# qpu_exu_evtq

==> src/rtl/qpu_exu_evtq.sv <==
// qpu_exu_evtq: timed event queue behind the QPU execution ALU.
// Each event is buffered with an absolute timestamp. The event is released on
// evt_o_* one cycle after the free-running timer reaches that timestamp.
// Optional feature macro: QPU_EVTQ_LATE_CHK_EN enables sticky late-pop detection.
module qpu_exu_evtq #(
  parameter int TW    = 32,
  parameter int EW    = 32,
  parameter int EN    = 8,
  parameter int DEPTH = 8
) (
  input  logic                       clk,
  input  logic                       rst_n,
  input  logic                       twbck_i_valid,
  output logic                       twbck_i_ready,
  input  logic [TW-1:0]              twbck_i_data,
  input  logic                       ewbck_i_valid,
  output logic                       ewbck_i_ready,
  input  logic [EW-1:0]              ewbck_i_data,
  input  logic [EN-1:0]              ewbck_i_oprand,
  input  logic                       tq_start,
  input  logic                       tq_clr,
  output logic                       evt_o_valid,
  output logic [EW-1:0]              evt_o_data,
  output logic [EN-1:0]              evt_o_oprand,
  output logic [TW-1:0]              evt_o_time,
  output logic [TW-1:0]              tq_timer,
  output logic [TW-1:0]              tq_cur_time,
  output logic [$clog2(DEPTH):0]     tq_count,
  output logic                       tq_empty,
  output logic                       tq_full,
  output logic                       tq_late_err
);

  localparam int AW = $clog2(DEPTH);
  localparam int CW = AW + 1;

  typedef enum logic [1:0] {
    ST_IDLE = 2'd0,
    ST_RUN  = 2'd1,
    ST_HALT = 2'd2
  } state_t;

  state_t          state_r, state_nxt_s;
  logic [TW-1:0]   timer_r, timer_nxt_s;
  logic [TW-1:0]   cur_time_r;
  logic [AW-1:0]   wr_ptr_r, rd_ptr_r;
  logic [CW-1:0]   count_r, count_nxt_s;
  logic            empty_r, full_r;
  logic [TW-1:0]   ts_mem_r   [DEPTH];
  logic [EW-1:0]   data_mem_r [DEPTH];
  logic [EN-1:0]   opr_mem_r  [DEPTH];
  logic            push_s, pop_s, active_s;
  logic [TW-1:0]   head_ts_s, push_ts_s;
  logic            evt_valid_r;
  logic [EW-1:0]   evt_data_r;
  logic [EN-1:0]   evt_opr_r;
  logic [TW-1:0]   evt_time_r;

  assign active_s  = (state_r == ST_RUN) || (state_r == ST_HALT);
  assign head_ts_s = ts_mem_r[rd_ptr_r];
  // A timing point written in the same cycle as a push applies to that push.
  assign push_ts_s = twbck_i_valid ? twbck_i_data : cur_time_r;
  // A flush in the same cycle discards any push or pop.
  assign push_s    = ewbck_i_valid & ~full_r & ~tq_clr;
  assign pop_s     = active_s & ~empty_r & (head_ts_s <= timer_r) & ~tq_clr;

  // FSM state register and system timer
  always_ff @(posedge clk or negedge rst_n) begin
    if (!rst_n) begin
      state_r <= ST_IDLE;
      timer_r <= {TW{1'b0}};
    end else begin
      state_r <= state_nxt_s;
      timer_r <= timer_nxt_s;
    end
  end

  // Next-state and timer update: IDLE holds 0, RUN counts, HALT freezes at all-ones
  always_comb begin
    state_nxt_s = state_r;
    timer_nxt_s = timer_r;
    if (tq_clr) begin
      state_nxt_s = ST_IDLE;
      timer_nxt_s = {TW{1'b0}};
    end else begin
      case (state_r)
        ST_IDLE: begin
          timer_nxt_s = {TW{1'b0}};
          if (tq_start) begin
            state_nxt_s = ST_RUN;
          end else begin
            state_nxt_s = ST_IDLE;
          end
        end
        ST_RUN: begin
          if (timer_r == {TW{1'b1}}) begin
            state_nxt_s = ST_HALT;
          end else begin
            timer_nxt_s = timer_r + TW'(1);
          end
        end
        ST_HALT: begin
          state_nxt_s = ST_HALT;
        end
        default: begin
          state_nxt_s = ST_IDLE;
          timer_nxt_s = {TW{1'b0}};
        end
      endcase
    end
  end

  // Occupancy bookkeeping for the next edge
  always_comb begin
    count_nxt_s = count_r;
    if (tq_clr) begin
      count_nxt_s = {CW{1'b0}};
    end else begin
      case ({push_s, pop_s})
        2'b10:   count_nxt_s = count_r + CW'(1);
        2'b01:   count_nxt_s = count_r - CW'(1);
        default: count_nxt_s = count_r;
      endcase
    end
  end

  // Timing point, pointers and registered status flags
  always_ff @(posedge clk or negedge rst_n) begin
    if (!rst_n) begin
      cur_time_r <= {TW{1'b0}};
      wr_ptr_r   <= {AW{1'b0}};
      rd_ptr_r   <= {AW{1'b0}};
      count_r    <= {CW{1'b0}};
      empty_r    <= 1'b1;
      full_r     <= 1'b0;
    end else begin
      if (tq_clr) begin
        cur_time_r <= {TW{1'b0}};
        wr_ptr_r   <= {AW{1'b0}};
        rd_ptr_r   <= {AW{1'b0}};
      end else begin
        if (twbck_i_valid) cur_time_r <= twbck_i_data;
        if (push_s)        wr_ptr_r   <= wr_ptr_r + AW'(1);
        if (pop_s)         rd_ptr_r   <= rd_ptr_r + AW'(1);
      end
      count_r <= count_nxt_s;
      empty_r <= (count_nxt_s == {CW{1'b0}});
      full_r  <= (count_nxt_s == CW'(DEPTH));
    end
  end

  // Entry storage; contents are only meaningful between rd_ptr and wr_ptr
  always_ff @(posedge clk) begin
    if (push_s) begin
      ts_mem_r[wr_ptr_r]   <= push_ts_s;
      data_mem_r[wr_ptr_r] <= ewbck_i_data;
      opr_mem_r[wr_ptr_r]  <= ewbck_i_oprand;
    end
  end

  // Registered emission port; payload holds its last value between pulses
  always_ff @(posedge clk or negedge rst_n) begin
    if (!rst_n) begin
      evt_valid_r <= 1'b0;
      evt_data_r  <= {EW{1'b0}};
      evt_opr_r   <= {EN{1'b0}};
      evt_time_r  <= {TW{1'b0}};
    end else begin
      evt_valid_r <= pop_s;
      if (pop_s) begin
        evt_data_r <= data_mem_r[rd_ptr_r];
        evt_opr_r  <= opr_mem_r[rd_ptr_r];
        evt_time_r <= head_ts_s;
      end
    end
  end

`ifdef QPU_EVTQ_LATE_CHK_EN
  logic late_err_r;

  // Sticky late flag: set by any pop whose timestamp already passed; a flush does not clear it
  always_ff @(posedge clk or negedge rst_n) begin
    if (!rst_n) begin
      late_err_r <= 1'b0;
    end else if (pop_s && (head_ts_s < timer_r)) begin
      late_err_r <= 1'b1;
    end
  end

  assign tq_late_err = late_err_r;
`else
  assign tq_late_err = 1'b0;
`endif

  assign twbck_i_ready = 1'b1;
  assign ewbck_i_ready = ~full_r;
  assign evt_o_valid   = evt_valid_r;
  assign evt_o_data    = evt_data_r;
  assign evt_o_oprand  = evt_opr_r;
  assign evt_o_time    = evt_time_r;
  assign tq_timer      = timer_r;
  assign tq_cur_time   = cur_time_r;
  assign tq_count      = count_r;
  assign tq_empty      = empty_r;
  assign tq_full       = full_r;

endmodule
==> config.mk <==
export PLATFORM = sky130hd
export DESIGN_NAME = qpu_exu_evtq
export DESIGN_NICKNAME = d
export VERILOG_FILES = /design/src/rtl/qpu_exu_evtq.sv
export SDC_FILE = /design/constraint.sdc
export NUM_CORES = 1
export LEC_CHECK = 0
export CORE_UTILIZATION = 35
export CTS_CLUSTER_DIAMETER = 40
export CTS_CLUSTER_SIZE = 24
export DETAILED_ROUTE_END_ITERATION = 6
export SLEW_MARGIN = 20
export SYNTH_ARGS = -nofsm -noshare
export SYNTH_HDL_FRONTEND = slang
export SYNTH_SLANG_ARGS = --single-unit
==> constraint.sdc <==
create_clock -name clk -period 7.92 [get_ports clk]
set_clock_uncertainty 0.1 [all_clocks]
set_input_delay 0.792 -clock clk [delete_from_list [all_inputs] [get_ports clk]]
set_output_delay 0.792 -clock clk [all_outputs]
set_load 0.05 [all_outputs]
# loopback_fifo_nch

[src/rtl/loopback_fifo_nch.sv]
`default_nettype none
// +--------------------------------------------------------------------------+
// | loopback_fifo_nch: per-channel elastic byte FIFOs echoing OUT to IN.      |
// | Optional per-channel fill level via LOOPBACK_LEVEL_EN.  Revision 1.0      |
// +--------------------------------------------------------------------------+
module loopback_fifo_nch #(
   parameter int CHANNELS = 7,
   parameter int DEPTH    = 16
) (
   input  logic                  clk_i,
   input  logic                  rst_i,
   input  logic [8*CHANNELS-1:0] out_data_i,
   input  logic [CHANNELS-1:0]   out_valid_i,
   output logic [CHANNELS-1:0]   out_ready_o,
   output logic [8*CHANNELS-1:0] in_data_o,
   output logic [CHANNELS-1:0]   in_valid_o,
   input  logic [CHANNELS-1:0]   in_ready_i
`ifdef LOOPBACK_LEVEL_EN
   ,
   output logic [CHANNELS*($clog2(DEPTH)+1)-1:0] level_o
`endif
);

   localparam int              PTR_W      = $clog2(DEPTH);
   localparam int              CNT_W      = PTR_W + 1;
   localparam logic [CNT_W-1:0] FULL_COUNT = CNT_W'(DEPTH);

   for (genvar k = 0; k < CHANNELS; k++) begin : g_chan
      logic [7:0]       mem_q [DEPTH];
      logic [PTR_W-1:0] wr_ptr_q, wr_ptr_d;
      logic [PTR_W-1:0] rd_ptr_q, rd_ptr_d;
      logic [CNT_W-1:0] count_q, count_d;
      logic             out_ready_q, out_ready_d;
      logic             in_valid_q, in_valid_d;
      logic [7:0]       rd_data_q, rd_data_d;
      logic [7:0]       wr_byte;
      logic             push, pop;

      always_comb begin
         wr_byte  = out_data_i[8*k +: 8];
         push     = out_valid_i[k] & out_ready_q;
         pop      = in_valid_q & in_ready_i[k];
         wr_ptr_d = push ? wr_ptr_q + PTR_W'(1) : wr_ptr_q;
         rd_ptr_d = pop  ? rd_ptr_q + PTR_W'(1) : rd_ptr_q;

         case ({push, pop})
            2'b10:   count_d = count_q + CNT_W'(1);
            2'b01:   count_d = count_q - CNT_W'(1);
            default: count_d = count_q;
         endcase

         out_ready_d = (count_d < FULL_COUNT);
         in_valid_d  = (count_d != '0);

         // The slot under the next read pointer is only unwritten when the
         // FIFO drains to empty this cycle, so forward the incoming byte then.
         if (push && (wr_ptr_q == rd_ptr_d)) begin
            rd_data_d = wr_byte;
         end else begin
            rd_data_d = mem_q[rd_ptr_d];
         end
      end

      always_ff @(posedge clk_i) begin
         if (rst_i) begin
            wr_ptr_q    <= '0;
            rd_ptr_q    <= '0;
            count_q     <= '0;
            out_ready_q <= 1'b0;
            in_valid_q  <= 1'b0;
            rd_data_q   <= '0;
         end else begin
            wr_ptr_q    <= wr_ptr_d;
            rd_ptr_q    <= rd_ptr_d;
            count_q     <= count_d;
            out_ready_q <= out_ready_d;
            in_valid_q  <= in_valid_d;
            rd_data_q   <= rd_data_d;
         end
      end

      always_ff @(posedge clk_i) begin
         if (push && !rst_i) begin
            mem_q[wr_ptr_q] <= wr_byte;
         end
      end

      assign out_ready_o[k]      = out_ready_q;
      assign in_valid_o[k]       = in_valid_q;
      assign in_data_o[8*k +: 8] = rd_data_q;
`ifdef LOOPBACK_LEVEL_EN
      assign level_o[CNT_W*k +: CNT_W] = count_q;
`endif
   end

endmodule
`default_nettype wire

[config.mk]
export PLATFORM = sky130hd
export DESIGN_NAME = loopback_fifo_nch
export DESIGN_NICKNAME = d
export VERILOG_FILES = /design/src/rtl/loopback_fifo_nch.sv
export SDC_FILE = /design/constraint.sdc
export NUM_CORES = 2
export LEC_CHECK = 0
export CAP_MARGIN = 25
export CORE_MARGIN = 4
export CORE_UTILIZATION = 40
export CTS_CLUSTER_DIAMETER = 100
export DETAILED_ROUTE_END_ITERATION = 8
export PLACE_DENSITY = 0.61
export SYNTH_ARGS = -nofsm -noshare
export SYNTH_HDL_FRONTEND = slang
export SYNTH_SLANG_ARGS = --single-unit
[constraint.sdc]
create_clock -name clk_i -period 7.64 [get_ports clk_i]
set_input_delay 1.528 -clock clk_i [delete_from_list [all_inputs] [get_ports clk_i]]
set_output_delay 1.528 -clock clk_i [all_outputs]
set_load 0.02 [all_outputs]
# uart_tx

$ cat src/rtl/uart_pkg.sv
// Definitions shared by the UART transmit and receive paths.
// UART_TX_PARITY_EN widens the transmitter state type to include an even-parity bit state.
package uart_pkg;

  localparam logic UART_IDLE_LEVEL = 1'b1;
  localparam int   UART_DATA_BITS  = 8;

`ifdef UART_TX_PARITY_EN
  typedef enum logic [2:0] {TX_IDLE, TX_START, TX_DATA, TX_PARITY, TX_STOP} tx_state_t;
`else
  typedef enum logic [1:0] {TX_IDLE, TX_START, TX_DATA, TX_STOP} tx_state_t;
`endif

  function automatic int clks_per_bit(input int clk_hz, input int baud);
    return clk_hz / baud;
  endfunction

endpackage

$ cat src/rtl/uart_fifo.sv
// Small synchronous FIFO with registered full/empty flags and an occupancy count.
module uart_fifo #(
  parameter int WIDTH = 8,
  parameter int DEPTH = 4
) (
  input  logic                   clk,
  input  logic                   rst_n,
  input  logic                   push,
  input  logic [WIDTH-1:0]       push_data,
  input  logic                   pop,
  output logic [WIDTH-1:0]       pop_data,
  output logic                   full,
  output logic                   empty,
  output logic [$clog2(DEPTH):0] count
);

  localparam int AW = $clog2(DEPTH);
  localparam logic [AW:0] FULL_COUNT = DEPTH[AW:0];

  if (DEPTH < 2 || (DEPTH & (DEPTH - 1)) != 0) begin : g_depth_check
    $error("uart_fifo: DEPTH must be a power of two and at least 2");
  end

  logic [WIDTH-1:0] mem [DEPTH];
  logic [AW-1:0]    wr_ptr;
  logic [AW-1:0]    rd_ptr;
  logic [AW:0]      count_next;
  logic             do_push;
  logic             do_pop;

  assign do_push  = push && !full;
  assign do_pop   = pop && !empty;
  assign pop_data = mem[rd_ptr];

  always_comb begin
    count_next = count;
    if (do_push && !do_pop) begin
      count_next = count + (AW + 1)'(1);
    end else if (do_pop && !do_push) begin
      count_next = count - (AW + 1)'(1);
    end
  end

  // Flags come from the next count so they are plain flops: a pop never raises full's complement early.
  always_ff @(posedge clk or negedge rst_n) begin
    if (!rst_n) begin
      wr_ptr <= '0;
      rd_ptr <= '0;
      count  <= '0;
      full   <= 1'b0;
      empty  <= 1'b1;
    end else begin
      if (do_push) begin
        wr_ptr <= wr_ptr + AW'(1);
      end
      if (do_pop) begin
        rd_ptr <= rd_ptr + AW'(1);
      end
      count <= count_next;
      full  <= (count_next == FULL_COUNT);
      empty <= (count_next == '0);
    end
  end

  always_ff @(posedge clk) begin
    if (do_push) begin
      mem[wr_ptr] <= push_data;
    end
  end

endmodule

$ cat src/rtl/uart_tx.sv
// UART transmitter: FIFO-buffered bytes serialised LSB first, idle-high, 8N1.
// Define UART_TX_PARITY_EN for 8E1 frames with an even-parity bit before the stop bit.
module uart_tx
  import uart_pkg::*;
#(
  parameter int CLK_HZ       = 100_000_000,
  parameter int BAUD         = 9600,
  parameter int CLKS_PER_BIT = clks_per_bit(CLK_HZ, BAUD),
  parameter int FIFO_DEPTH   = 4
) (
  input  logic       clk,
  input  logic       rst_n,
  input  logic [7:0] tx_data,
  input  logic       tx_valid,
  output logic       tx_ready,
  output logic       tx_busy,
  output logic       uart_rxd_out
);

  localparam int CNT_W   = $clog2(CLKS_PER_BIT);
  localparam int FIFO_CW = $clog2(FIFO_DEPTH) + 1;

  if (CLKS_PER_BIT < 2) begin : g_baud_check
    $error("uart_tx: CLKS_PER_BIT must be at least 2");
  end

  tx_state_t                 state;
  logic [CNT_W-1:0]          baud_cnt;
  logic [2:0]                bit_idx;
  logic [UART_DATA_BITS-1:0] shift;
  logic [UART_DATA_BITS-1:0] fifo_head;
  logic                      fifo_full;
  logic                      fifo_empty;
  logic                      fifo_pop;
  logic [FIFO_CW-1:0]        fifo_count;
  logic                      baud_wrap;
  logic                      line_next;
`ifdef UART_TX_PARITY_EN
  logic                      parity;
`endif

  uart_fifo #(
    .WIDTH (UART_DATA_BITS),
    .DEPTH (FIFO_DEPTH)
  ) u_fifo (
    .clk       (clk),
    .rst_n     (rst_n),
    .push      (tx_valid),
    .push_data (tx_data),
    .pop       (fifo_pop),
    .pop_data  (fifo_head),
    .full      (fifo_full),
    .empty     (fifo_empty),
    .count     (fifo_count)
  );

  assign tx_ready  = !fifo_full;
  assign baud_wrap = (baud_cnt == CNT_W'(CLKS_PER_BIT - 1));
  assign fifo_pop  = !fifo_empty && ((state == TX_IDLE) || (state == TX_STOP && baud_wrap));

  always_comb begin
    line_next = UART_IDLE_LEVEL;
    case (state)
      TX_START:  line_next = ~UART_IDLE_LEVEL;
      TX_DATA:   line_next = shift[0];
`ifdef UART_TX_PARITY_EN
      TX_PARITY: line_next = parity;
`endif
      default:   line_next = UART_IDLE_LEVEL;
    endcase
  end

  // The line is a registered copy of the current state's level, so it trails the state by one cycle
  // and every bit keeps its full CLKS_PER_BIT width; busy is registered on the same timing.
  always_ff @(posedge clk or negedge rst_n) begin
    if (!rst_n) begin
      state        <= TX_IDLE;
      baud_cnt     <= '0;
      bit_idx      <= '0;
      shift        <= '0;
`ifdef UART_TX_PARITY_EN
      parity       <= 1'b0;
`endif
      uart_rxd_out <= UART_IDLE_LEVEL;
      tx_busy      <= 1'b0;
    end else begin
      uart_rxd_out <= line_next;
      tx_busy      <= (fifo_count != '0) || (state != TX_IDLE);
      baud_cnt     <= (state == TX_IDLE || baud_wrap) ? '0 : baud_cnt + CNT_W'(1);
      if (fifo_pop) begin
        shift <= fifo_head;
`ifdef UART_TX_PARITY_EN
        parity <= ^fifo_head;
`endif
      end
      case (state)
        TX_IDLE: begin
          if (fifo_pop) begin
            state <= TX_START;
          end
        end
        TX_START: begin
          if (baud_wrap) begin
            state   <= TX_DATA;
            bit_idx <= '0;
          end
        end
        TX_DATA: begin
          if (baud_wrap) begin
            shift <= shift >> 1;
            if (bit_idx == 3'(UART_DATA_BITS - 1)) begin
`ifdef UART_TX_PARITY_EN
              state <= TX_PARITY;
`else
              state <= TX_STOP;
`endif
            end else begin
              bit_idx <= bit_idx + 3'd1;
            end
          end
        end
`ifdef UART_TX_PARITY_EN
        TX_PARITY: begin
          if (baud_wrap) begin
            state <= TX_STOP;
          end
        end
`endif
        TX_STOP: begin
          if (baud_wrap) begin
            state <= fifo_pop ? TX_START : TX_IDLE;
          end
        end
        default: state <= TX_IDLE;
      endcase
    end
  end

endmodule

$ cat config.mk
export PLATFORM = sky130hd
export DESIGN_NAME = uart_tx
export DESIGN_NICKNAME = d
export VERILOG_FILES = /design/src/rtl/uart_pkg.sv /design/src/rtl/uart_fifo.sv /design/src/rtl/uart_tx.sv
export SDC_FILE = /design/constraint.sdc
export NUM_CORES = 1
export LEC_CHECK = 0
export CAP_MARGIN = 20
export CORE_MARGIN = 2
export CORE_UTILIZATION = 40
export CTS_CLUSTER_SIZE = 14
export DETAILED_ROUTE_END_ITERATION = 10
export GPL_TIMING_DRIVEN = 1
export SLEW_MARGIN = 15
export SYNTH_ARGS = -nofsm -noshare
export SYNTH_HDL_FRONTEND = slang
export SYNTH_SLANG_ARGS = --single-unit
$ cat constraint.sdc
create_clock -name clk -period 2 [get_ports clk]
set_input_delay 0.4 -clock clk [delete_from_list [all_inputs] [get_ports clk]]
set_output_delay 0.4 -clock clk [all_outputs]
set_load 0.05 [all_outputs]
# match_ctrl

## src/rtl/match_ctrl.sv

```systemverilog
// match_ctrl: round/match sequencer for the two-player flappy-bird game.
// Takes the renderer's one-cycle round verdict and keeps both players' scores.
// Holds the renderer in reset except during live play.
// Publishes state, countdown and score information for the HUD.
//
// Ports:
//   clk, rst                  clock; asynchronous active-high reset
//   start_local/remote        player button levels (clk domain)
//   winner_valid/winner_code  round verdict strobe and code from renderer
//   game_rst                  renderer hold, low only in PLAY
//   state                     0 IDLE, 1 COUNTDOWN, 2 PLAY, 3 ROUND_END, 4 MATCH_END
//   countdown_sec             3/2/1 during COUNTDOWN, else 0
//   ready_local/remote        arming flags in IDLE / MATCH_END
//   score_p1/p2               round wins (saturating)
//   last_result               most recently accepted verdict code
//   match_winner              01/10 once the match is decided, else 00
module match_ctrl #(
  parameter int unsigned TICKS_PER_SEC = 65_000_000,
  parameter int unsigned RESULT_CYCLES = 130_000_000,
  parameter int unsigned WIN_SCORE     = 3
) (
  input  logic       clk,
  input  logic       rst,
  input  logic       start_local,
  input  logic       start_remote,
  input  logic       winner_valid,
  input  logic [1:0] winner_code,
  output logic       game_rst,
  output logic [2:0] state,
  output logic [1:0] countdown_sec,
  output logic       ready_local,
  output logic       ready_remote,
  output logic [3:0] score_p1,
  output logic [3:0] score_p2,
  output logic [1:0] last_result,
  output logic [1:0] match_winner
);

  localparam int unsigned TW = (TICKS_PER_SEC > 1) ? $clog2(TICKS_PER_SEC) : 1;
  localparam int unsigned RW = (RESULT_CYCLES > 1) ? $clog2(RESULT_CYCLES) : 1;

  typedef enum logic [2:0] {
    S_IDLE      = 3'd0,
    S_COUNTDOWN = 3'd1,
    S_PLAY      = 3'd2,
    S_ROUND_END = 3'd3,
    S_MATCH_END = 3'd4
  } state_t;

  state_t          state_q;
  logic            game_rst_q;
  logic [1:0]      sec_q;
  logic            rdy_l_q, rdy_r_q;
  logic [3:0]      s1_q, s2_q;
  logic [1:0]      last_q, winner_q;
  logic            loc_d_q, rem_d_q;
  logic [TW-1:0]   tick_q;
  logic [RW-1:0]   res_q;

  // Rising-edge detect; delayed copies reset high so a held button is not a start
  logic edge_l_c, edge_r_c, arm_l_c, arm_r_c;
  assign edge_l_c = start_local  & ~loc_d_q;
  assign edge_r_c = start_remote & ~rem_d_q;
  assign arm_l_c  = rdy_l_q | edge_l_c;
  assign arm_r_c  = rdy_r_q | edge_r_c;

  // Sequencer state and all registered outputs
  always_ff @(posedge clk or posedge rst) begin
    if (rst) begin
      state_q    <= S_IDLE;
      game_rst_q <= 1'b1;
      sec_q      <= 2'd0;
      rdy_l_q    <= 1'b0;
      rdy_r_q    <= 1'b0;
      s1_q       <= 4'd0;
      s2_q       <= 4'd0;
      last_q     <= 2'b00;
      winner_q   <= 2'b00;
      loc_d_q    <= 1'b1;
      rem_d_q    <= 1'b1;
      tick_q     <= '0;
      res_q      <= '0;
    end else begin
      loc_d_q <= start_local;
      rem_d_q <= start_remote;
      case (state_q)
        S_IDLE, S_MATCH_END: begin
          if (arm_l_c && arm_r_c) begin
            // Both armed: start a countdown; a new match starts from scratch
            rdy_l_q <= 1'b0;
            rdy_r_q <= 1'b0;
            tick_q  <= '0;
            sec_q   <= 2'd3;
            state_q <= S_COUNTDOWN;
            if (state_q == S_MATCH_END) begin
              s1_q     <= 4'd0;
              s2_q     <= 4'd0;
              last_q   <= 2'b00;
              winner_q <= 2'b00;
            end
          end else begin
            rdy_l_q <= arm_l_c;
            rdy_r_q <= arm_r_c;
          end
        end
        S_COUNTDOWN: begin
          if (tick_q == TW'(TICKS_PER_SEC - 1)) begin
            tick_q <= '0;
            if (sec_q == 2'd1) begin
              sec_q      <= 2'd0;
              game_rst_q <= 1'b0;
              state_q    <= S_PLAY;
            end else begin
              sec_q <= sec_q - 2'd1;
            end
          end else begin
            tick_q <= tick_q + TW'(1);
          end
        end
        S_PLAY: begin
          // Code 00 is not a verdict
          if (winner_valid && (winner_code != 2'b00)) begin
            if (winner_code == 2'b01 && s1_q != 4'd15) s1_q <= s1_q + 4'd1;
            if (winner_code == 2'b10 && s2_q != 4'd15) s2_q <= s2_q + 4'd1;
            last_q     <= winner_code;
            game_rst_q <= 1'b1;
            res_q      <= '0;
            state_q    <= S_ROUND_END;
          end
        end
        S_ROUND_END: begin
          if (res_q == RW'(RESULT_CYCLES - 1)) begin
            res_q <= '0;
            if (s1_q == 4'(WIN_SCORE) || s2_q == 4'(WIN_SCORE)) begin
              winner_q <= (s1_q == 4'(WIN_SCORE)) ? 2'b01 : 2'b10;
              state_q  <= S_MATCH_END;
            end else begin
              tick_q  <= '0;
              sec_q   <= 2'd3;
              state_q <= S_COUNTDOWN;
            end
          end else begin
            res_q <= res_q + RW'(1);
          end
        end
        default: state_q <= S_IDLE;
      endcase
    end
  end

  assign game_rst      = game_rst_q;
  assign state         = state_q;
  assign countdown_sec = sec_q;
  assign ready_local   = rdy_l_q;
  assign ready_remote  = rdy_r_q;
  assign score_p1      = s1_q;
  assign score_p2      = s2_q;
  assign last_result   = last_q;
  assign match_winner  = winner_q;

endmodule

```

## config.mk

```make
export PLATFORM = sky130hd
export DESIGN_NAME = match_ctrl
export DESIGN_NICKNAME = d
export VERILOG_FILES = /design/src/rtl/match_ctrl.sv
export SDC_FILE = /design/constraint.sdc
export NUM_CORES = 1
export LEC_CHECK = 0
export ABC_AREA = 0
export CAP_MARGIN = 20
export CORE_UTILIZATION = 54
export CTS_BUF_LIST = sky130_fd_sc_hd__clkbuf_4 sky130_fd_sc_hd__clkbuf_8
export DETAILED_ROUTE_END_ITERATION = 12
export PLACE_DENSITY = 0.83
export SLEW_MARGIN = 20
export SYNTH_ARGS = -nofsm -noshare
export SYNTH_HDL_FRONTEND = slang
export SYNTH_SLANG_ARGS = --single-unit
```

## constraint.sdc

```tcl
create_clock -name clk -period 4.6 [get_ports clk]
set_input_delay 0.69 -clock clk [delete_from_list [all_inputs] [get_ports clk]]
set_output_delay 0.69 -clock clk [all_outputs]
set_load 0.005 [all_outputs]
```


==> notes/layouts.md <==
Pictures saved along the way, in no particular order.

Routed clock nets over the placement.
Plate I
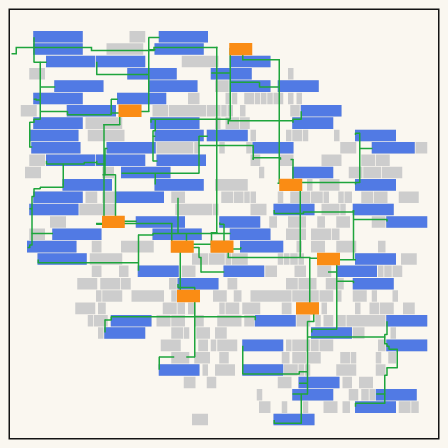
Plate II
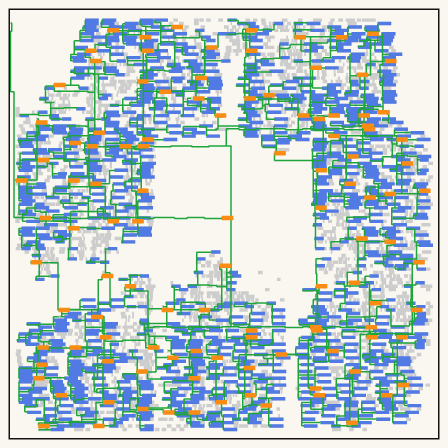
Plate III
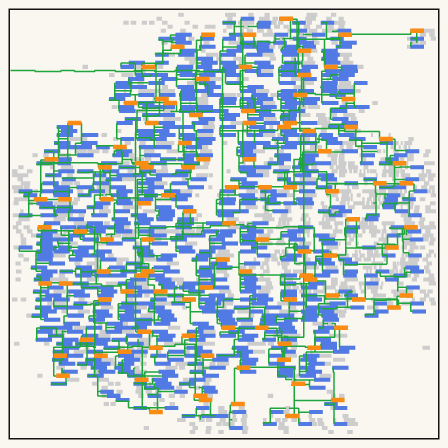
Plate IV
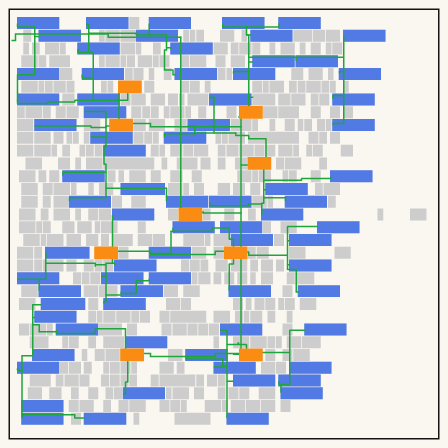
Plate II comes from loopback_fifo_nch.
Plate I comes from uart_tx.
Plate III comes from qpu_exu_evtq.
Plate IV comes from match_ctrl.
Of these, most sequential cells: Plate II

Key to Plate I:
clock wires -> green  # length 935 µm
clock drivers -> orange  # count 9
flip-flops -> blue  # count 70
routed clock nets = 10

### Cells colored by class, match_ctrl

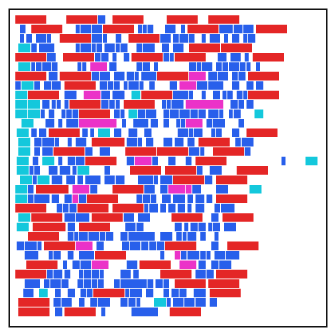
combinational and other logic -> blue  # cells 356
clock drivers and dummy loads -> magenta  # cells 16
remaining buffers and delay cells -> cyan  # cells 30
sequential cells -> red  # cells 75
Layout Utilization: 0.6278
flop share of the area: 0.3897

### Congestion heat map, match_ctrl

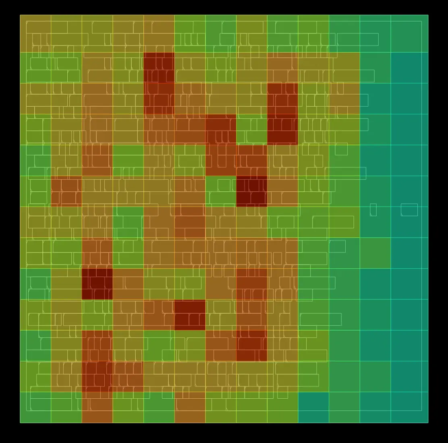
GRT met3 Usage: 0.05611
WL/cell: 16.74 µm
GR peak layer: met2
Global Route Usage Sum: 0.2470

==> results.ini, match_ctrl <==
[run_status]
status = finished, final reports clean

[floorplan]
die_area_um2 = 8308

[critical_path]
rr_startpoint = res_q[0]$_DFFE_PP0P_
setup.worst_path.end = tick_q[12]$_DFFE_PP0P_

[pwr]
sequentialPowerShare = 0.524
p_sw_frac = 0.2063
pg_comb_uw = 25.3
powerSeq_uw = 661

[logic_synthesis]
yosysUniqueCellTypes = 66
top_cells_by_area = dfrtp_1 42%, nand3_1 4.8%, nand2_1 3.1%
ys_seq_frac = 0.4382

[placement]
dp_hpwl_um = 6621

[sta]
layout_setup_ws_ns = 1.907
setup_tns_ns = 0
finalSetupViolations = 0

[cts]
clk_pin_slew_ns = 0.08
clk_latency_ns = 0.35
cts_resized = 0

[final_layout]
buffer_area_frac = 0.06015

[job]
max_cap_viol_count = 0

[route]
route.detailed.drc = 0

[global_routing]
grt_pass1_vias = 3495

## match_ctrl: per-layer routing
| metal | part of all wire | vias up | track usage |
|---|---|---|---|
| li1 | - | 1754 | - |
| met5 | 0 | - | 0 |
| met3 | 0.068 | 12 | 0.05611 |
| met2 | 0.47 | 131 | 0.3908 |
| met4 | 0.012 | 0 | 0.09127 |
| met1 | 0.45 | 1821 | 0.3326 |
## match_ctrl: kinds of logic after synthesis
family / count (synthesis) / share of synthesized area
fa+ha+maj: 5 / 0.01458
simple gates: 218 / 0.2950
compound gates: 97 / 0.1595
buf+inv: 30 / 0.03528
mux: 13 / 0.03090
flops: 75 / 0.4382
xor+xnor: 13 / 0.02653
## match_ctrl: cells in the final DEF (no fill, tap or decap), types with 13 or more instances in the layout
master           Yosys  final
and3_1              17     17
dfrtp_1             72     72
a21oi_1             22     21
nor2_1              31     31
nand3_1             41     41
a31oi_1             13     13
clkdlybuf4s50_1      0     26
nand2_1             35     35
nand4_1             20     20
## match_ctrl: flip-flops by register name, indices dropped and copies added (netlist names), 2 cells and up
name,count
res_q,27
tick_q,26
score_p1,4
score_p2,4
state,3
countdown_sec,2
last_result,2
match_winner,2
### Cells colored by class, uart_tx

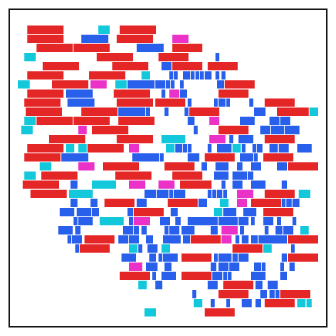
remaining buffers and delay cells -> cyan  # cells 30
sequential cells -> red  # cells 70
clock drivers and dummy loads -> magenta  # cells 16
combinational and other logic -> blue  # cells 172
core region area: 7807 µm²
flop share of the area: 0.4976
# rows: 32

==> results.ini, uart_tx <==
[final_layout]
logic_gate_count = 162
drive_gt1_frac = 0.1979
layout.nets = 309
final_util = 0.4928

[placement]
dpl_worst_slack_ns = 0.03392
dp.cells = 372

[global_routing]
grt_use_met1 = 0.1899
grt_use_total = 0.1437
global_route.usage.met3 = 0.03371
overflow = 0
grt_start_max_net_pins = 39

[critical_path]
path_cells = ha_4, and4_4, and4_4, nor2_1, nor3b_2, mux2_1
endpoint_kind = flip-flop
worst-path-stages = 6
rr_startpoint = baud_cnt[0]$_DFF_PN0_
critPathMaxStageDelay_ns = 0.43
worstReg2RegEnd = state[1]$_DFFE_PN0P_

[logic_synthesis]
syn_area_um2 = 3261
ff_type = dfrtp_1
top_area_frac = 0.2947
ys_seq_frac = 0.5871
synth_flops = 70
synth.most_common_cell = dfrtp_1
top_area_cell = edfxtp_1

[cts]
hold_buffers = 0
post-cts-setup-buffers = 0
clock-sinks = 70
htree_num_levels = 3

[run_status]
status = finished, final reports clean

[floorplan]
taps = 102

[route]
vias_per_cell = 5.082
top_layer_used = met4

[sta]
period_minus_slack_ns = 1.901
finalClockSkew_ns = 0.008962
worstMarginPinSlew_ns = 0.4958

[pwr]
sequentialPowerShare = 0.423
p_sw_frac = 0.3607
power_frac_comb = 0.364
total_power_mw = 5.133

[job]
max_cap_viol_count = 0

==> uart_tx: worst register-to-register path: stages (launching register included) <==
cell     delay [ns]
dfrtp_1        0.43
ha_4           0.17
and4_4         0.26
and4_4         0.28
nor2_1         0.08
nor3b_2        0.23
mux2_1         0.34
==> uart_tx: registers in the layout, summed over array words and instances (netlist names) <==
name           flops
u_fifo.mem        32
baud_cnt          14
shift              8
bit_idx            3
u_fifo.count       3
state              2
u_fifo.rd_ptr      2
u_fifo.wr_ptr      2
tx_busy            1
u_fifo.empty       1
u_fifo.full        1
uart_rxd_out       1
==> uart_tx: cell families after synthesis <==
logic type	synth area share
simple gates	0.1266
flops	0.5871
compound gates	0.08711
buf+inv	0.02379
xor+xnor	0.04029
mux	0.07751
fa+ha+maj	0.05756
==> uart_tx: power groups by stage <==
stage	registers (mW)	clock network, mW	logic [mW]
6_report	2.17	1.09	1.87
5_1_grt	2.22	1.18	2.09
4_1_cts	2.16	1.12	1.84
3_5_place_dp	2.19	0	1.84
3_3_place_gp	2.18	0	1.83
2_1_floorplan	2.14	0	1.30
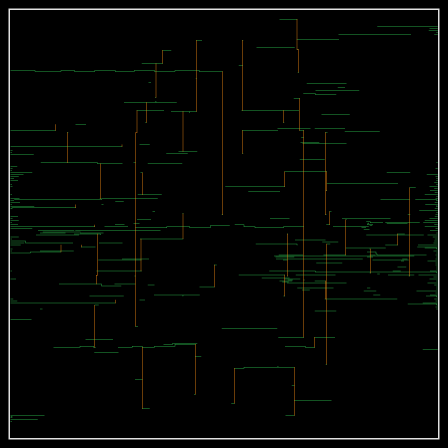
*Signal wires by layer, qpu_exu_evtq*
Two of the layers only.
metal 4 -> orange  # wire length 1300 µm
metal 3 -> green  # wire length 3940 µm
Global Route Usage Sum: 0.1675
Via Count: 14954
WL/cell: 23.70 µm
Post-Route WL: 69590 µm

==> results.ini, qpu_exu_evtq <==
[run_status]
status = finished, final reports clean

[sta]
worstMarginPinSlew_ns = 1.076
period_minus_slack_ns = 5.929
setup_tns_ns = 0

[global_routing]
grt_use_met1 = 0.2317
overflow = 0
grt_use_met2 = 0.2655
global_route.usage.met3 = 0.03699

[placement]
dp.cells = 2738
portBuffers = 221
dpl_worst_slack_ns = 1.966

[floorplan]
fp.coreArea_um2 = 82110
taps = 1070

[critical_path]
endpoint_kind = flip-flop
crit_top_cell = ha_1
setup.worst_path.class = reg2reg

[logic_synthesis]
yosysWarnings = 0

[pwr]
power-per-cell-area_nw_per_um2 = 293.1

[cts]
post-cts-setup-buffers = 0
clock-sinks = 727

[route]
vias_per_cell = 5.093

qpu_exu_evtq: where the power goes:
part	leakage (nW)	switching, mW	total, mW	internal, mW
clock network	1.71	1.81	4.59	2.78
registers	7.24	0.165	4.53	4.36
logic	3.28	0.958	1.48	0.522
total	12.2	2.94	10.6	7.66
qpu_exu_evtq: synth_stat cells, types with 2 or more instances:
library cell,instances
nor2b_1,38
edfxtp_1,576
xor2_1,3
nand3_1,13
or3_1,12
and4_1,4
mux4_2,144
o31ai_1,2
a21boi_0,3
or2_2,3
buf_4,10
a21o_2,2
clkbuf_1,34
nand2b_1,7
mux2_1,30
nor4_1,11
mux2_2,148
buf_1,13
nor2_1,44
nor3_1,6
a211o_2,2
nand2_1,25
ha_1,42
and3_1,3
o211ai_1,2
dfrtp_1,150
a21oi_1,31
conb_1,2
mux2i_1,7
xnor2_1,16
and2_1,2
o21ai_0,15
buf_2,11
a21o_1,2
a211oi_1,3
nand4_1,11
inv_1,37
qpu_exu_evtq: through the flow:
step	instance area, µm²	utilization	hold WS [ns]
floorplan	29060	-	0.3964
global placement	32600	0.3970	0.3751
detailed placement	32600	0.3970	0.3755
CTS	36150	0.4403	0.1672
global route	36150	0.4403	0.2132
finish	36150	0.4403	0.1523
### Signal wires by layer, loopback_fifo_nch

Two of the layers only.
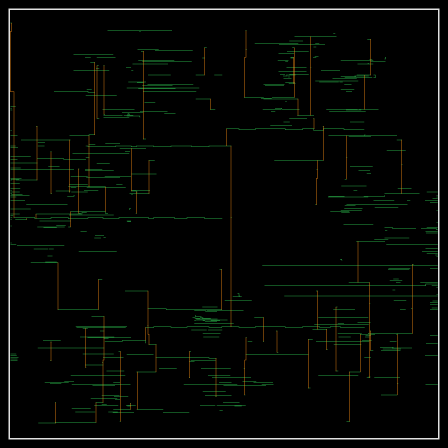
metal 3 -> green  # wire length 6500 µm
metal 4 -> orange  # wire length 2230 µm
Via Count: 27171
WL/cell: 21.16 µm
Post-Route WL: 104500 µm
Global Route Usage Sum: 0.1758

==> results.ini, loopback_fifo_nch <==
[floorplan]
die_width_um = 341.3
core_util_floorplan = 0.4053
rows = 121
taps = 1476
fp.coreArea_um2 = 109600

[final_layout]
drive_gt1_frac = 0.09850
regArea_um2 = 30130
seq_cell_count = 1057
top_regs = g_chan.mem_q: 896 flops, g_chan.rd_data_q: 56 flops, g_chan.count_q: 35 flops

[cts]
hold_buffers = 0
clock_path_buffers = 3
clk_pin_slew_ns = 0.06
clk_latency_ns = 0.68

[sta]
fmax_ghz = 0.2402
hold_slack_ns = 0.5190
slew_headroom = 0.2650
finalSetupViolations = 0
worstMarginPinSlew_ns = 1.102
finalClockSkew_ns = 0.03553

[critical_path]
endpoint_kind = flip-flop
critPathMaxStageDelay_ns = 0.83

[logic_synthesis]
synth_flops = 1057
synthXorXnorAreaFrac = 0.02434
logic_family = AND-OR/OR-AND gates
syn_inst = 3237
synth-adder-area-share = 0.01521
ys_seq_frac = 0.6782
yosysUniqueCellTypes = 83
synth.most_common_cell = edfxtp_1
ys_async_sr_fraction = 0

[route]
route.detailed.drc = 0

[pwr]
power_frac_comb = 0.192
p_clk_frac = 0.364
powerSeq_mw = 6.65
p_leak_nw = 17.57
p_int_mw = 10.90
p_sw_mw = 4.095

[global_routing]
antenna_found_initial = 4

[placement]
routabilityCongestion = 0.8142
dp_hpwl_um = 65990

[min_path]
min_path_cells = 2
hp-class = reg2reg

[run_status]
status = finished, final reports clean

==> loopback_fifo_nch: per-layer routing <==
| metal | vias up | routed length [µm] | global-route usage |
|---|---|---|---|
| met1 | 13525 | 46660 | 0.2478 |
| met4 | 2 | 2231 | 0.04310 |
| met2 | 794 | 49130 | 0.2829 |
| met3 | 154 | 6498 | 0.03231 |
| li1 | 12696 | - | - |
| met5 | - | 7 | 0 |
==> loopback_fifo_nch: path summary, 6_finish.rpt <==
| kind | start | endpoint | slack (ns) |
|---|---|---|---|
| max | in_ready_i[5] | g_chan[5].rd_data_q[3]$_SDFF_PP0_ | 3.48 |
| min | g_chan[4].wr_ptr_q[1]$_SDFFE_PP0P_ | g_chan[4].wr_ptr_q[1]$_SDFFE_PP0P_ | 0.52 |
| max reg2reg | g_chan[5].rd_ptr_q[1]$_SDFF_PP0_ | g_chan[5].rd_data_q[7]$_SDFF_PP0_ | 3.75 |
| min reg2reg | g_chan[4].wr_ptr_q[1]$_SDFFE_PP0P_ | g_chan[4].wr_ptr_q[1]$_SDFFE_PP0P_ | 0.52 |

# gt_serial_cmp

### Signal wires by layer, gt_serial_cmp

Two of the layers only.
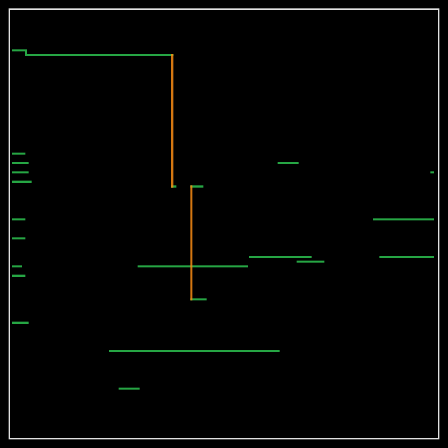
## src/rtl/gt_serial_cmp_pkg.sv

```systemverilog
// Shared definitions for the serial magnitude comparator: state encoding and slice geometry.
package gt_serial_cmp_pkg;

    // Bits consumed per comparison step (width of the gt_2 stage).
    localparam int unsigned SLICE_W = 2;

    typedef logic [1:0] state_t;

    localparam state_t ST_IDLE = 2'b00;
    localparam state_t ST_COMP = 2'b01;
    localparam state_t ST_DONE = 2'b10;

    // Slice counter width: clog2(number of slices), never below one bit.
    function automatic int unsigned cnt_width(input int unsigned n);
        int unsigned slices;
        slices = n / SLICE_W;
        return (slices > 1) ? $clog2(slices) : 1;
    endfunction

endpackage

```

## src/rtl/gt_serial_cmp_gt_2.sv

```systemverilog
// Existing 2-bit unsigned greater-than stage: gt = (a > b), purely combinational.
module gt_2 (
    input  logic [1:0] a,
    input  logic [1:0] b,
    output logic       gt
);

    // Sum-of-products form of a > b for 2-bit operands.
    always_comb begin
        gt = (a[1] & ~b[1])
           | (a[0] & ~b[1] & ~b[0])
           | (a[1] &  a[0] & ~b[0]);
    end

endmodule

```

## src/rtl/gt_serial_cmp.sv

```systemverilog
// Sequential N-bit unsigned magnitude comparator: scans operands MSB-first, two bits per
// cycle through a shared gt_2 stage, stops at the first unequal slice and reports one-hot
// gt/eq/lt with a single-cycle done_tick.
module gt_serial_cmp
    import gt_serial_cmp_pkg::*;
#(
    parameter int unsigned N = 8
) (
    input  logic         clk,
    input  logic         reset,
    input  logic         start,
    input  logic [N-1:0] a,
    input  logic [N-1:0] b,
    output logic         ready,
    output logic         done_tick,
    output logic         gt,
    output logic         eq,
    output logic         lt
);

    localparam int unsigned SLICES = N / SLICE_W;
    localparam int unsigned CNT_W  = cnt_width(N);

    state_t             state_reg;
    state_t             state_next;
    logic [N-1:0]       a_reg;
    logic [N-1:0]       b_reg;
    logic [CNT_W-1:0]   cnt_reg;
    logic [SLICE_W-1:0] a_hi;
    logic [SLICE_W-1:0] b_hi;
    logic               gt_s;
    logic               lt_s;
    logic               last_slice;

    assign a_hi       = a_reg[N-1 -: SLICE_W];
    assign b_hi       = b_reg[N-1 -: SLICE_W];
    assign last_slice = (cnt_reg == '0);

    // Same stage twice; swapping operands yields the less-than decision.
    gt_2 u_gt_ab (
        .a  (a_hi),
        .b  (b_hi),
        .gt (gt_s)
    );

    gt_2 u_gt_ba (
        .a  (b_hi),
        .b  (a_hi),
        .gt (lt_s)
    );

    // State register.
    always_ff @(posedge clk) begin
        if (reset) begin
            state_reg <= ST_IDLE;
        end else begin
            state_reg <= state_next;
        end
    end

    // Next-state logic: leave COMP on the first unequal slice or after the last one.
    always_comb begin
        state_next = state_reg;
        case (state_reg)
            ST_IDLE: begin
                if (start) begin
                    state_next = ST_COMP;
                end
            end
            ST_COMP: begin
                if (gt_s || lt_s || last_slice) begin
                    state_next = ST_DONE;
                end
            end
            ST_DONE: begin
                state_next = ST_IDLE;
            end
            default: begin
                state_next = ST_IDLE;
            end
        endcase
    end

    // Moore outputs decoded from the state register.
    always_comb begin
        ready     = 1'b0;
        done_tick = 1'b0;
        case (state_reg)
            ST_IDLE: ready     = 1'b1;
            ST_DONE: done_tick = 1'b1;
            default: ;
        endcase
    end

    // Operand shift registers, slice counter and result flags.
    always_ff @(posedge clk) begin
        if (reset) begin
            a_reg   <= '0;
            b_reg   <= '0;
            cnt_reg <= '0;
            gt      <= 1'b0;
            eq      <= 1'b0;
            lt      <= 1'b0;
        end else begin
            case (state_reg)
                ST_IDLE: begin
                    if (start) begin
                        a_reg   <= a;
                        b_reg   <= b;
                        cnt_reg <= CNT_W'(SLICES - 1);
                        gt      <= 1'b0;
                        eq      <= 1'b0;
                        lt      <= 1'b0;
                    end
                end
                ST_COMP: begin
                    if (gt_s) begin
                        gt <= 1'b1;
                    end else if (lt_s) begin
                        lt <= 1'b1;
                    end else if (last_slice) begin
                        eq <= 1'b1;
                    end else begin
                        a_reg   <= a_reg << SLICE_W;
                        b_reg   <= b_reg << SLICE_W;
                        cnt_reg <= cnt_reg - CNT_W'(1);
                    end
                end
                default: ;
            endcase
        end
    end

endmodule
```

## config.mk

```make
export PLATFORM = sky130hd
export DESIGN_NAME = gt_serial_cmp
export DESIGN_NICKNAME = d
export VERILOG_FILES = /design/src/rtl/gt_serial_cmp_pkg.sv /design/src/rtl/gt_serial_cmp_gt_2.sv /design/src/rtl/gt_serial_cmp.sv
export SDC_FILE = /design/constraint.sdc
export NUM_CORES = 1
export LEC_CHECK = 0
export ABC_AREA = 1
export CORE_UTILIZATION = 36
export DETAILED_ROUTE_END_ITERATION = 10
export GPL_TIMING_DRIVEN = 0
export PLACE_DENSITY = 0.66
export SYNTH_ARGS = -nofsm -noshare
export SYNTH_HDL_FRONTEND = slang
export SYNTH_HIERARCHICAL = 1
export SYNTH_SLANG_ARGS = --single-unit
```

## constraint.sdc

```tcl
create_clock -name clk -period 1.5 [get_ports clk]
set_clock_uncertainty 0.1 [all_clocks]
set_input_delay 0.3 -clock clk [delete_from_list [all_inputs] [get_ports clk]]
set_output_delay 0.3 -clock clk [all_outputs]
set_load 0.01 [all_outputs]
```

==> results.ini <==
[final_layout]
fillers = 341
area_growth_pct = 33.69
comb_area_frac = 0.4070
diodes = 0
instances_no_fill = 282
n_all_inverters = 26

[min_path]
hp-start = reset
hp-class = in2reg

[pwr]
total_power_mw = 1.587
p_leak_nw = 0.8349
power-per-cell-area_nw_per_um2 = 918.4

[logic_synthesis]
yosysWarnings = 6
syn_area_um2 = 1292
top_area_frac = 0.3562
syn_inst = 203

[floorplan]
fp.dieH_um = 61.92
taps = 46
die_width_um = 61.92
io_pins = 24

[sta]
slew_headroom = 0.7835
layout_setup_ws_ns = 0.03474
finalSetupViolations = 0

[global_routing]
grt_pass1_wl_um = 4892
grt_busiest_layer = met2

[route]
wl_met3_um = 118

[placement]
portBuffers = 22
dp.cells = 271
dpl_cell_area_um2 = 1570

[run_status]
status = finished, final reports clean

[critical_path]
critical_path.startpoint_type = flip-flop
setup.worst_path.end = a_reg[5]$_SDFFE_PP0P_
crit_arrival_ns = 1.59
critPathMaxStageDelay_ns = 0.38
crit_top_cell = nand2_1

[cts]
clock-sinks = 23

About 'Signal wires by layer' of gt_serial_cmp:
metal 3 -> green  # wire length 118 µm
metal 4 -> orange  # wire length 35.4 µm
Global Route Usage Sum: 0.1754
WL/cell: 11.02 µm
Via Count: 1311
Post-Route WL: 3107 µm

-- layout by cell type (no fill, tap or decap), drive strengths merged --
master         Yosys  layout
nor2              27      27
dfxtp             23      23
a21oi             19      19
dlygate4sd2        0       3
ha                 1       1
a21boi             1       1
inv               26      26
nand2             71      71
clkbuf             1       6
clkdlybuf4s50      0      17
nand4              5       5
clkinv             0       1
buf                9      16
nand3             20      20
-- cell families (layout without fill, tap and decap cells) --
group	count (synthesis)	count (layout)	synth area share
simple gates	123	123	0.4182
flops	23	23	0.3562
compound gates	20	20	0.07938
fa+ha+maj	1	1	0.009679
buf+inv	36	69	0.1365
-- report_power, final --
| part | switching, mW | internal (mW) | total, mW |
|---|---|---|---|
| logic | 0.297 | 0.260 | 0.557 |
| registers | 0.0468 | 0.681 | 0.728 |
| clock network | 0.202 | 0.0999 | 0.302 |
-- timing repair --
action,CTS,global route
pin swaps,1,1
cloned,0,2
gates resized,21,18
hold endpoints to repair,0,0
endpoints found under the setup margin,24,21
buffers inserted,2,3
hold buffers,0,0


==> gallery <==
Congestion heat map.
(a)
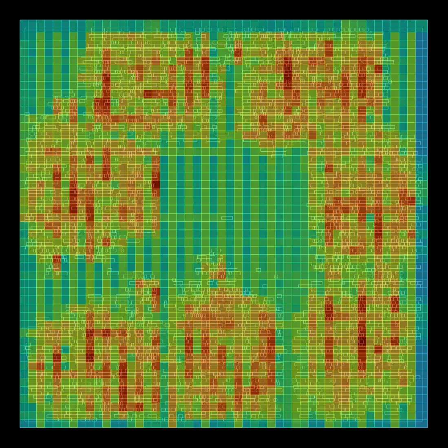
(b)
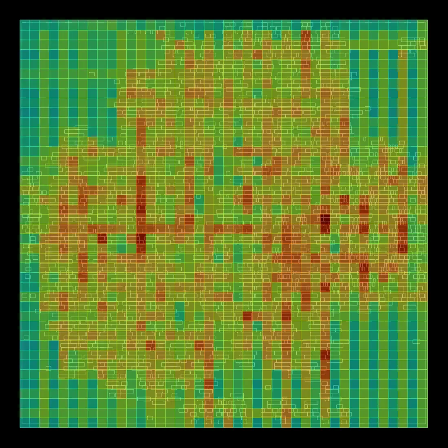
(c)
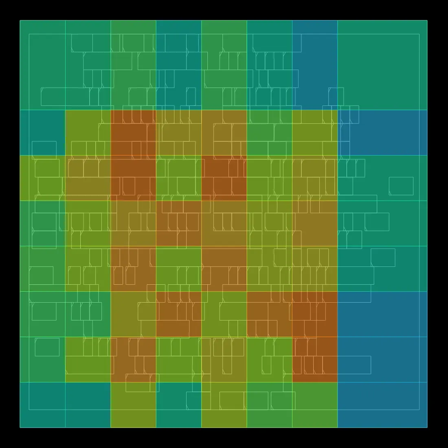
(d)
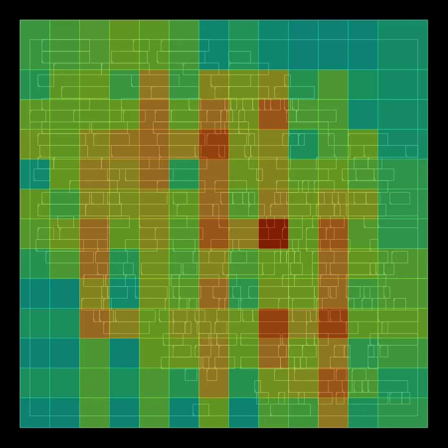
gt_serial_cmp is (c).
qpu_exu_evtq is (b).
uart_tx is (d).
loopback_fifo_nch is (a).

Power and IR drop assume default switching activity.
